######## design 1 ########
design_1/route_heat.png
The die is cut into 24 by 24 equal tiles; black is low, pale yellow is high, scaled to the fullest tile. Values are wire area over tile area, all layers added.
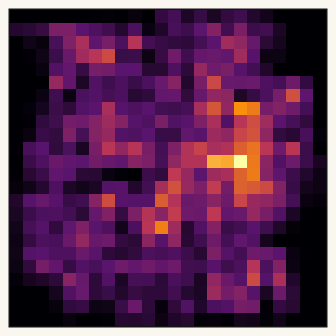
File: config.mk
export PLATFORM = sky130hd
export DESIGN_NAME = countdown_timer_ctrl_flat
export DESIGN_NICKNAME = d
export VERILOG_FILES = /design/src/rtl/countdown_timer_ctrl_if.sv /design/src/rtl/countdown_timer_ctrl.sv /design/src/flat_wrapper.sv
export SDC_FILE = /design/constraint.sdc
export NUM_CORES = 1
export LEC_CHECK = 0
export CORE_UTILIZATION = 50
export DETAILED_ROUTE_END_ITERATION = 8
export PLACE_DENSITY = 0.67
export SKIP_CTS_REPAIR_TIMING = 1
export SLEW_MARGIN = 15
export SYNTH_ARGS = -nofsm -noshare
export SYNTH_HDL_FRONTEND = slang
export SYNTH_SLANG_ARGS = --single-unit
File: constraint.sdc
create_clock -name clk -period 4.4 [get_ports clk]
set_input_delay 0.88 -clock clk [delete_from_list [all_inputs] [get_ports clk]]
set_output_delay 0.88 -clock clk [all_outputs]
set_load 0.005 [all_outputs]
File: src/rtl/countdown_timer_ctrl_if.sv
// Pin bundle for the countdown timer: debounced buttons and interlock in,
// display, indicator LEDs, motor phases and done flag out.
interface countdown_timer_ctrl_if;
  logic       btn_set;
  logic       btn_up;
  logic       btn_start;
  logic       sensor;
  logic [6:0] seg;
  logic [3:0] an;
  logic [3:0] leds;
  logic [3:0] motor;
  logic       done;

  modport master (
    output btn_set, btn_up, btn_start, sensor,
    input  seg, an, leds, motor, done
  );

  modport slave (
    input  btn_set, btn_up, btn_start, sensor,
    output seg, an, leds, motor, done
  );
endinterface

File: src/rtl/countdown_timer_ctrl.sv
// MM:SS countdown timer: button-driven set mode, run/pause/done FSM, stepper
// drive while running and a multiplexed 4-digit display with field blinking.
module countdown_timer_ctrl #(
  parameter int TICK_DIV  = 50_000_000,
  parameter int SCAN_DIV  = 62_500,
  parameter int BLINK_DIV = 10_000_000,
  parameter int STEP_DIV  = 250_000,
  parameter int MAX_MIN   = 59
) (
  input  logic                 clk,
  input  logic                 rst_n,
  countdown_timer_ctrl_if.slave bus
);

  localparam int TICK_W  = (TICK_DIV  > 1) ? $clog2(TICK_DIV)  : 1;
  localparam int SCAN_W  = (SCAN_DIV  > 1) ? $clog2(SCAN_DIV)  : 1;
  localparam int BLINK_W = (BLINK_DIV > 1) ? $clog2(BLINK_DIV) : 1;
  localparam int STEP_W  = (STEP_DIV  > 1) ? $clog2(STEP_DIV)  : 1;

  typedef enum logic [2:0] {IDLE, SET_MIN, SET_SEC, RUN, PAUSE, DONE} state_t;

  state_t state, state_nx;

  logic [6:0] min;
  logic [5:0] sec;

  // Button sync and rising-edge detect; bit order {set, start, up}
  logic [2:0] btn_q, btn_d, rise;
  logic       sensor_q;
  logic       set_p, start_p, up_p, any_p;

  always_ff @(posedge clk) begin
    if (!rst_n) begin
      btn_q    <= '0;
      btn_d    <= '0;
      sensor_q <= 1'b0;
    end else begin
      btn_q    <= {bus.btn_set, bus.btn_start, bus.btn_up};
      btn_d    <= btn_q;
      sensor_q <= bus.sensor;
    end
  end

  assign rise    = btn_q & ~btn_d;
  assign set_p   = rise[2];
  assign start_p = rise[1] & ~rise[2];
  assign up_p    = rise[0] & ~(|rise[2:1]);
  assign any_p   = |rise;

  logic [TICK_W-1:0] tick_cnt;
  logic tick_wrap, tick, pause_req, time_zero, last_sec;

  assign tick_wrap = (tick_cnt == TICK_W'(TICK_DIV - 1));
  assign pause_req = sensor_q | start_p;
  // Pause wins over a coincident tick, so the second is not consumed
  assign tick      = (state == RUN) && !pause_req && tick_wrap;
  assign time_zero = (min == 7'd0) && (sec == 6'd0);
  assign last_sec  = (min == 7'd0) && (sec == 6'd1);

  always_ff @(posedge clk) begin
    if (!rst_n || (state != RUN && state != PAUSE))
      tick_cnt <= '0;
    else if (state == RUN && !pause_req)
      tick_cnt <= tick_wrap ? '0 : tick_cnt + 1'b1;
  end

  always_ff @(posedge clk) begin
    if (!rst_n) state <= IDLE;
    else        state <= state_nx;
  end

  always_comb begin
    state_nx = state;
    case (state)
      IDLE:    if (set_p) state_nx = SET_MIN;
               else if (start_p && !time_zero) state_nx = RUN;
      SET_MIN: if (set_p) state_nx = SET_SEC;
      SET_SEC: if (set_p) state_nx = IDLE;
      RUN:     if (pause_req) state_nx = PAUSE;
               else if (tick && last_sec) state_nx = DONE;
      PAUSE:   if (set_p) state_nx = IDLE;
               else if (start_p && !sensor_q) state_nx = RUN;
      DONE:    if (any_p) state_nx = IDLE;
      default: state_nx = IDLE;
    endcase
  end

  always_ff @(posedge clk) begin
    if (!rst_n) begin
      min <= '0;
      sec <= '0;
    end else begin
      case (state)
        SET_MIN: if (up_p) min <= (min == 7'(MAX_MIN)) ? '0 : min + 1'b1;
        SET_SEC: if (up_p) sec <= (sec == 6'd59) ? '0 : sec + 1'b1;
        RUN: if (tick) begin
          if (sec == 6'd0) begin
            sec <= 6'd59;
            min <= min - 1'b1;
          end else begin
            sec <= sec - 1'b1;
          end
        end
        DONE: if (any_p) begin
          min <= '0;
          sec <= '0;
        end
        default: ;
      endcase
    end
  end

  // Stepper position survives PAUSE; only finishing a countdown rewinds it
  logic [STEP_W-1:0] step_cnt;
  logic [1:0]        step_idx;

  always_ff @(posedge clk) begin
    if (!rst_n || state_nx == DONE) begin
      step_cnt <= '0;
      step_idx <= '0;
    end else if (state == RUN) begin
      if (step_cnt == STEP_W'(STEP_DIV - 1)) begin
        step_cnt <= '0;
        step_idx <= step_idx + 1'b1;
      end else begin
        step_cnt <= step_cnt + 1'b1;
      end
    end
  end

  logic [SCAN_W-1:0]  scan_cnt;
  logic [1:0]         scan_idx;
  logic [BLINK_W-1:0] blink_cnt;
  logic               blink_hide;

  always_ff @(posedge clk) begin
    if (!rst_n) begin
      scan_cnt   <= '0;
      scan_idx   <= '0;
      blink_cnt  <= '0;
      blink_hide <= 1'b0;
    end else begin
      if (scan_cnt == SCAN_W'(SCAN_DIV - 1)) begin
        scan_cnt <= '0;
        scan_idx <= scan_idx + 1'b1;
      end else begin
        scan_cnt <= scan_cnt + 1'b1;
      end
      if (blink_cnt == BLINK_W'(BLINK_DIV - 1)) begin
        blink_cnt  <= '0;
        blink_hide <= ~blink_hide;
      end else begin
        blink_cnt <= blink_cnt + 1'b1;
      end
    end
  end

  function automatic logic [6:0] seg_decode(input logic [3:0] d);
    case (d)
      4'd0:    return 7'h7E;
      4'd1:    return 7'h30;
      4'd2:    return 7'h6D;
      4'd3:    return 7'h79;
      4'd4:    return 7'h33;
      4'd5:    return 7'h5B;
      4'd6:    return 7'h5F;
      4'd7:    return 7'h70;
      4'd8:    return 7'h7F;
      4'd9:    return 7'h7B;
      default: return 7'h00;
    endcase
  endfunction

  logic [3:0] min_t, min_u, sec_t, sec_u, digit;

  assign min_t = 4'(min / 7'd10);
  assign min_u = 4'(min % 7'd10);
  assign sec_t = 4'(sec / 6'd10);
  assign sec_u = 4'(sec % 6'd10);

  always_comb begin
    case (scan_idx)
      2'd3:    digit = min_t;
      2'd2:    digit = min_u;
      2'd1:    digit = sec_t;
      default: digit = sec_u;
    endcase
  end

  logic [3:0] leds_nx, motor_nx, blink_mask;
  logic       done_nx;

  always_comb begin
    leds_nx    = '0;
    motor_nx   = '0;
    blink_mask = '0;
    done_nx    = 1'b0;
    case (state)
      SET_MIN: begin leds_nx = 4'b0001; blink_mask = 4'b1100; end
      SET_SEC: begin leds_nx = 4'b0010; blink_mask = 4'b0011; end
      RUN: begin
        leds_nx = 4'b0100;
        case (step_idx)
          2'd0:    motor_nx = 4'b1100;
          2'd1:    motor_nx = 4'b0110;
          2'd2:    motor_nx = 4'b0011;
          default: motor_nx = 4'b1001;
        endcase
      end
      PAUSE:   leds_nx = 4'b1000;
      DONE:    begin done_nx = 1'b1; blink_mask = 4'b1111; end
      default: ;
    endcase
  end

  always_ff @(posedge clk) begin
    if (!rst_n) begin
      bus.seg   <= '0;
      bus.an    <= '0;
      bus.leds  <= '0;
      bus.motor <= '0;
      bus.done  <= 1'b0;
    end else begin
      bus.an    <= 4'b0001 << scan_idx;
      bus.seg   <= (blink_mask[scan_idx] && blink_hide) ? 7'h00 : seg_decode(digit);
      bus.leds  <= leds_nx;
      bus.motor <= motor_nx;
      bus.done  <= done_nx;
    end
  end

endmodule

File: src/flat_wrapper.sv
// flat-port wrapper written by rule: the top's interface ports become plain ports
module countdown_timer_ctrl_flat 
#(
  parameter int TICK_DIV  = 50_000_000,
  parameter int SCAN_DIV  = 62_500,
  parameter int BLINK_DIV = 10_000_000,
  parameter int STEP_DIV  = 250_000,
  parameter int MAX_MIN   = 59
)
  (clk, rst_n, bus_btn_set, bus_btn_up, bus_btn_start, bus_sensor, bus_seg, bus_an, bus_leds, bus_motor, bus_done);
  countdown_timer_ctrl_if bus_i ();
  input  logic clk;
  input  logic rst_n;
  input wire logic [$bits(bus_i.btn_set)-1:0] bus_btn_set;
  input wire logic [$bits(bus_i.btn_up)-1:0] bus_btn_up;
  input wire logic [$bits(bus_i.btn_start)-1:0] bus_btn_start;
  input wire logic [$bits(bus_i.sensor)-1:0] bus_sensor;
  output wire logic [$bits(bus_i.seg)-1:0] bus_seg;
  output wire logic [$bits(bus_i.an)-1:0] bus_an;
  output wire logic [$bits(bus_i.leds)-1:0] bus_leds;
  output wire logic [$bits(bus_i.motor)-1:0] bus_motor;
  output wire logic [$bits(bus_i.done)-1:0] bus_done;
  assign bus_i.btn_set = bus_btn_set;
  assign bus_i.btn_up = bus_btn_up;
  assign bus_i.btn_start = bus_btn_start;
  assign bus_i.sensor = bus_sensor;
  assign bus_seg = bus_i.seg;
  assign bus_an = bus_i.an;
  assign bus_leds = bus_i.leds;
  assign bus_motor = bus_i.motor;
  assign bus_done = bus_i.done;
  countdown_timer_ctrl #(.TICK_DIV(TICK_DIV), .SCAN_DIV(SCAN_DIV), .BLINK_DIV(BLINK_DIV), .STEP_DIV(STEP_DIV), .MAX_MIN(MAX_MIN)) u_core (.clk(clk), .rst_n(rst_n), .bus(bus_i));
endmodule
==> results.txt <==
yosys + openroad results -> Synth top area share 38.1%, Setup crit start u_core.scan_idx[1], Root Buffer clkbuf_16, synth cell count leaders 134 x nor2_1, 132 x dfxtp_1, 78 x nand2_1, most used cell, CP ha_1, share of post-route cells with drive strength above 1 7.24%, GRT busiest layer met2, Design Area, Final 7810 sq um, count of final setup violators 0, Ports 26, worst flop-to-flop path startpoint u_core.scan_idx[1], Min Clock Period, post-route 3.95 ns, Largest stage delay, worst path 0.55 ns, fraction of power consumed by sequential logic 47.0%, area occupied by registers 2640 sq um, # clock sinks 132, Post-DP Area 7260 sq um, crit path capture type flip-flop, status finished, final reports clean, critical path depth 13, vias 5754, Cell variety after synth 82, clk slew on worst S/H paths 0.06 ns, Worst-Margin Slew 0.999 ns, cell area after synthesis 6940 sq um, clock network power 0.00131 W, startpoint types flip-flop, dpl hpwl 10.2 mm, FFs w/ async S/R, synth 0%, worst hold path type flip-flop to flip-flop, Power Density 333 nW/um^2, Gate Count Post-Synth 830, Worst Hold Launch u_core.scan_cnt[0], H-tree levels 4, syn_area_per_cell 8.37 sq um, register share of the cell area 33.8%, drt wl/cell 14.2 um, largest area contributor in the netlist dfxtp_1, Clk pwr share 50.3%
## Picture notes: design_1/route_heat.png
- fullest tile: 0.78
- mean over tiles: 0.16
- nearly empty tiles: 17%
- tiles over half the peak: 5.2%

[cell families after synthesis]
kind of cell | Yosys count | share of synthesized area, %
muxes | 14 | 2.49
buffers and inverters | 56 | 3.95
AOI/OAI and AO/OA | 129 | 13.2
and+or+nand+nor | 397 | 28.2
adders and majority gates | 24 | 4.29
DFF | 132 | 38.1
xor gates and xnor gates | 78 | 9.84
[stage by stage]
stage,util (%),std cells,hold WS [ns]
2_1_floorplan,-,830,0.427
3_3_place_gp,54.2,1002,0.438
3_5_place_dp,54.2,1002,0.462
4_1_cts,58.3,1032,0.467
5_1_grt,58.3,1032,0.485
6_report,58.3,1032,0.466

######## design 2 ########
File: src/rtl/countdown_timer.sv
`default_nettype none
// ============================================================================
// countdown_timer: loadable down-counter, one decrement per PRESCALE enabled
// clocks, with tick/done pulses. Optional macro COUNTDOWN_AUTO_RELOAD_EN.
// Revision: 1.0
// ============================================================================
module countdown_timer #(
  parameter int WIDTH    = 8,
  parameter int PRESCALE = 50000000
) (
  input  logic             clock,
  input  logic             clear,
  input  logic             load,
  input  logic [WIDTH-1:0] load_value,
  input  logic             enable,
  output logic [WIDTH-1:0] count,
  output logic             busy,
  output logic             tick,
  output logic             done
);

  localparam int PW = (PRESCALE > 1) ? $clog2(PRESCALE) : 1;
  localparam logic [PW-1:0] PRESC_MAX = PW'(PRESCALE - 1);

  typedef enum logic [0:0] {
    IDLE = 1'b0,
    RUN  = 1'b1
  } state_e;

  state_e           state_q, state_d;
  logic [WIDTH-1:0] count_q, count_d;
  logic [PW-1:0]    presc_q, presc_d;
  logic             tick_q, tick_d;
  logic             done_q, done_d;
`ifdef COUNTDOWN_AUTO_RELOAD_EN
  logic [WIDTH-1:0] reload_q, reload_d;
`endif

  always_ff @(posedge clock) begin
    if (clear) begin
      state_q  <= IDLE;
      count_q  <= '0;
      presc_q  <= '0;
      tick_q   <= 1'b0;
      done_q   <= 1'b0;
`ifdef COUNTDOWN_AUTO_RELOAD_EN
      reload_q <= '0;
`endif
    end else begin
      state_q  <= state_d;
      count_q  <= count_d;
      presc_q  <= presc_d;
      tick_q   <= tick_d;
      done_q   <= done_d;
`ifdef COUNTDOWN_AUTO_RELOAD_EN
      reload_q <= reload_d;
`endif
    end
  end

  always_comb begin
    state_d  = state_q;
    count_d  = count_q;
    presc_d  = presc_q;
    tick_d   = 1'b0;
    done_d   = 1'b0;
`ifdef COUNTDOWN_AUTO_RELOAD_EN
    reload_d = reload_q;
`endif
    // A load always wins over a tick falling due in the same cycle.
    if (load) begin
`ifdef COUNTDOWN_AUTO_RELOAD_EN
      reload_d = load_value;
`endif
      count_d = load_value;
      presc_d = '0;
      if (load_value == '0) begin
        done_d  = 1'b1;
        state_d = IDLE;
      end else begin
        state_d = RUN;
      end
    end else if (state_q == RUN && enable) begin
      if (presc_q == PRESC_MAX) begin
        presc_d = '0;
        tick_d  = 1'b1;
        if (count_q == WIDTH'(1)) begin
          done_d = 1'b1;
`ifdef COUNTDOWN_AUTO_RELOAD_EN
          count_d = reload_q;
`else
          count_d = '0;
          state_d = IDLE;
`endif
        end else begin
          count_d = count_q - 1'b1;
        end
      end else begin
        presc_d = presc_q + 1'b1;
      end
    end
  end

  assign count = count_q;
  assign busy  = (state_q == RUN);
  assign tick  = tick_q;
  assign done  = done_q;

endmodule
`default_nettype wire
File: config.mk
export PLATFORM = sky130hd
export DESIGN_NAME = countdown_timer
export DESIGN_NICKNAME = d
export VERILOG_FILES = /design/src/rtl/countdown_timer.sv
export SDC_FILE = /design/constraint.sdc
export NUM_CORES = 1
export LEC_CHECK = 0
export ABC_AREA = 1
export CAP_MARGIN = 5
export CORE_MARGIN = 2
export CORE_UTILIZATION = 39
export DETAILED_ROUTE_END_ITERATION = 7
export PLACE_DENSITY_LB_ADDON = 0.15
export SLEW_MARGIN = 5
export SYNTH_ARGS = -nofsm -noshare
export SYNTH_HDL_FRONTEND = slang
export SYNTH_SLANG_ARGS = --single-unit
File: constraint.sdc
create_clock -name clock -period 1.3 [get_ports clock]
set_input_delay 0.26 -clock clock [delete_from_list [all_inputs] [get_ports clock]]
set_output_delay 0.26 -clock clock [all_outputs]
set_load 0.02 [all_outputs]
design_2/clock_wires.png
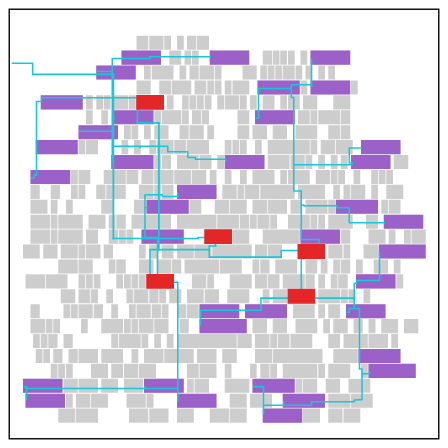
- purple: flip-flops (count 37)
- cyan: clock wires (length 528 um)
- red: clock-net drivers (count 5)
- routed clock nets: 6
- flops lie: all over the die

design_2/placed.png
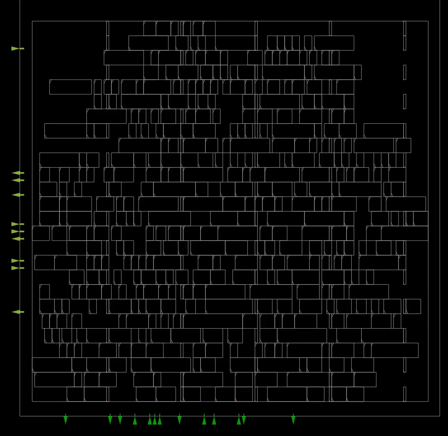
final core occ: 66.6%
Seq cells: 37
register share of the cell area: 22.1%
Finished Layout Cells: 498

design_2/gates.png
Scale bar: 20 um.
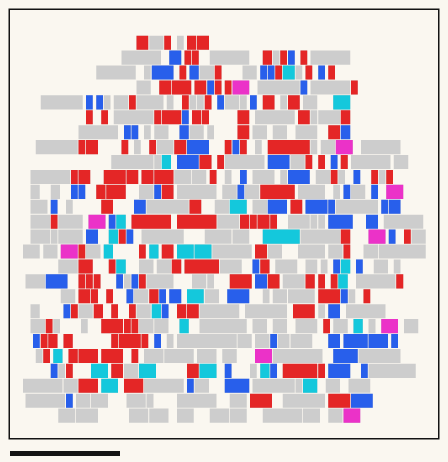
- blue: nor cells (cells 77; most used nor2_1; where all over the die)
- red: nand cells (cells 134; most used nand2_1)
- magenta: xor and xnor cells (cells 9; most used xor2_1)
- cyan: aoi and oai cells (cells 25; most used o21ai_0)

==> results.txt <==
yosys + openroad results -> Design Area, Final 3470 sq um, combinational share of power 18.0%, clock network power 0.00105 W, Dominant comb cell simple AND/OR/NAND/NOR gates, simple share 44.1%, Tot Pwr 0.00272 W, synth cell count leaders 89 x nand2_1, 64 x nor2_1, 40 x inv_1, Post-Synthesis Net Count 346, share of post-route cells with drive strength above 1 41.4%, TritonRoute pass-1 iters 4, count of final setup violators 32, DR iter-0 viols 93, violated checks setup timing, pin count of the biggest net entering global routing 12, gp weighted congestion 0.840, critical path class flip-flop to flip-flop, Gate Count Post-Synth 331, met2 WL 3.10 mm, Max-Cap Viols 0, most used cell, CP nand2_4, cts repair resizes 76, Root Buffer clkbuf_8, Seq. pwr 0.00118 W, worst setup margin -0.135 ns, status finished with violations, Largest stage delay, worst path 0.37 ns, vias in the first global route 2259, worst hold path type flip-flop to flip-flop, drt wl/cell 12.9 um, Cell area leaders dfxtp_1 35%, nand2_1 16%, nor2_1 11%, DRC 0, syn_area_per_cell 6.46 sq um, Hold-fix buffers, CTS 0, max-slew violations 0
area by class of cell:
type / count / area (sq um)
repair buffers: 89 / 761
clock inverters: 1 / 30.0
multi-input cells: 249 / 1550
flip-flops and latches: 37 / 766
fillers: 447 / 1740
inverters: 44 / 175
repair inverters: 1 / 8.76
well taps: 70 / 87.6
clock buffers: 7 / 86.3
worst paths after layout:
path,depth (start not counted),start,end,slack [ns]
max,11,presc_q[0],count[1],-0.13
min,2,count[2],count[2],0.50
max reg2reg,11,presc_q[0],count[1],-0.13
min reg2reg,2,count[2],count[2],0.50


==> notes/layouts.md <==
Pictures saved along the way, in no particular order.

Layout detail.
image #1
Scale bar: 10 um. Region (27, 11) to (52, 36) um. Cells in grey, sequential cells in the stronger grey; small squares are vias.
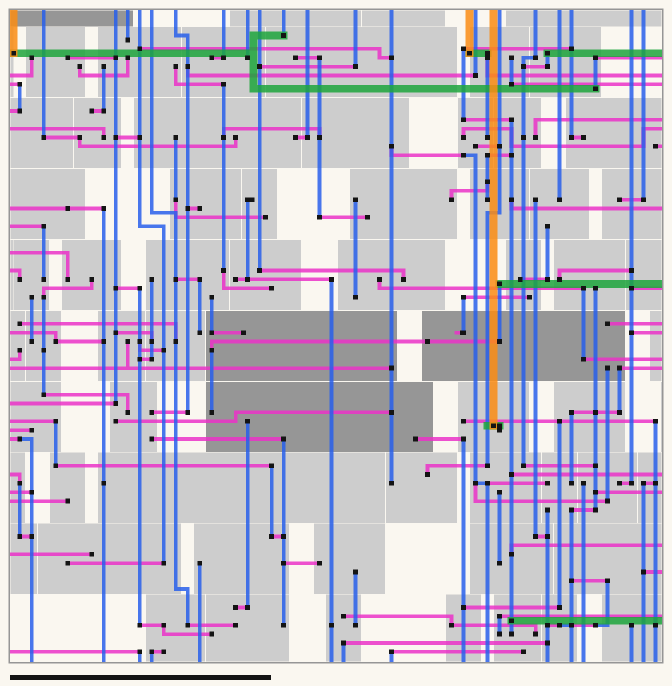
image #2
Scale bar: 10 um. Region (47, 23) to (72, 48) um. Cells in grey, sequential cells in the stronger grey; small squares are vias.
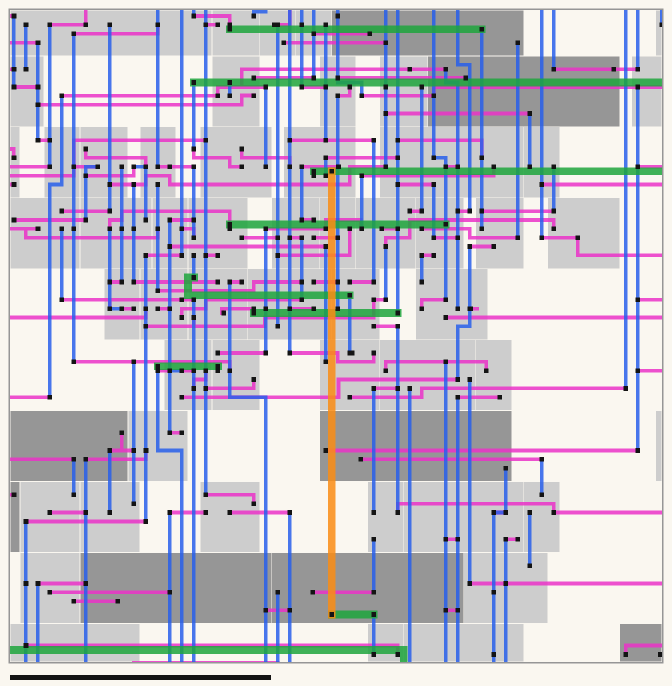
image #2: design 1
image #1: design 2
The one with the largest die is image #2.

Key to image #1:
- green: M3
- orange: M4
- blue: M2
- magenta: M1
- cells with their middle in the window: 53
- most frequent: buf_4 (11), nor2_1 (6), nand2_2 (5)
- sequential cells in the window: 3

Power is estimated from default activity; no workload was simulated.
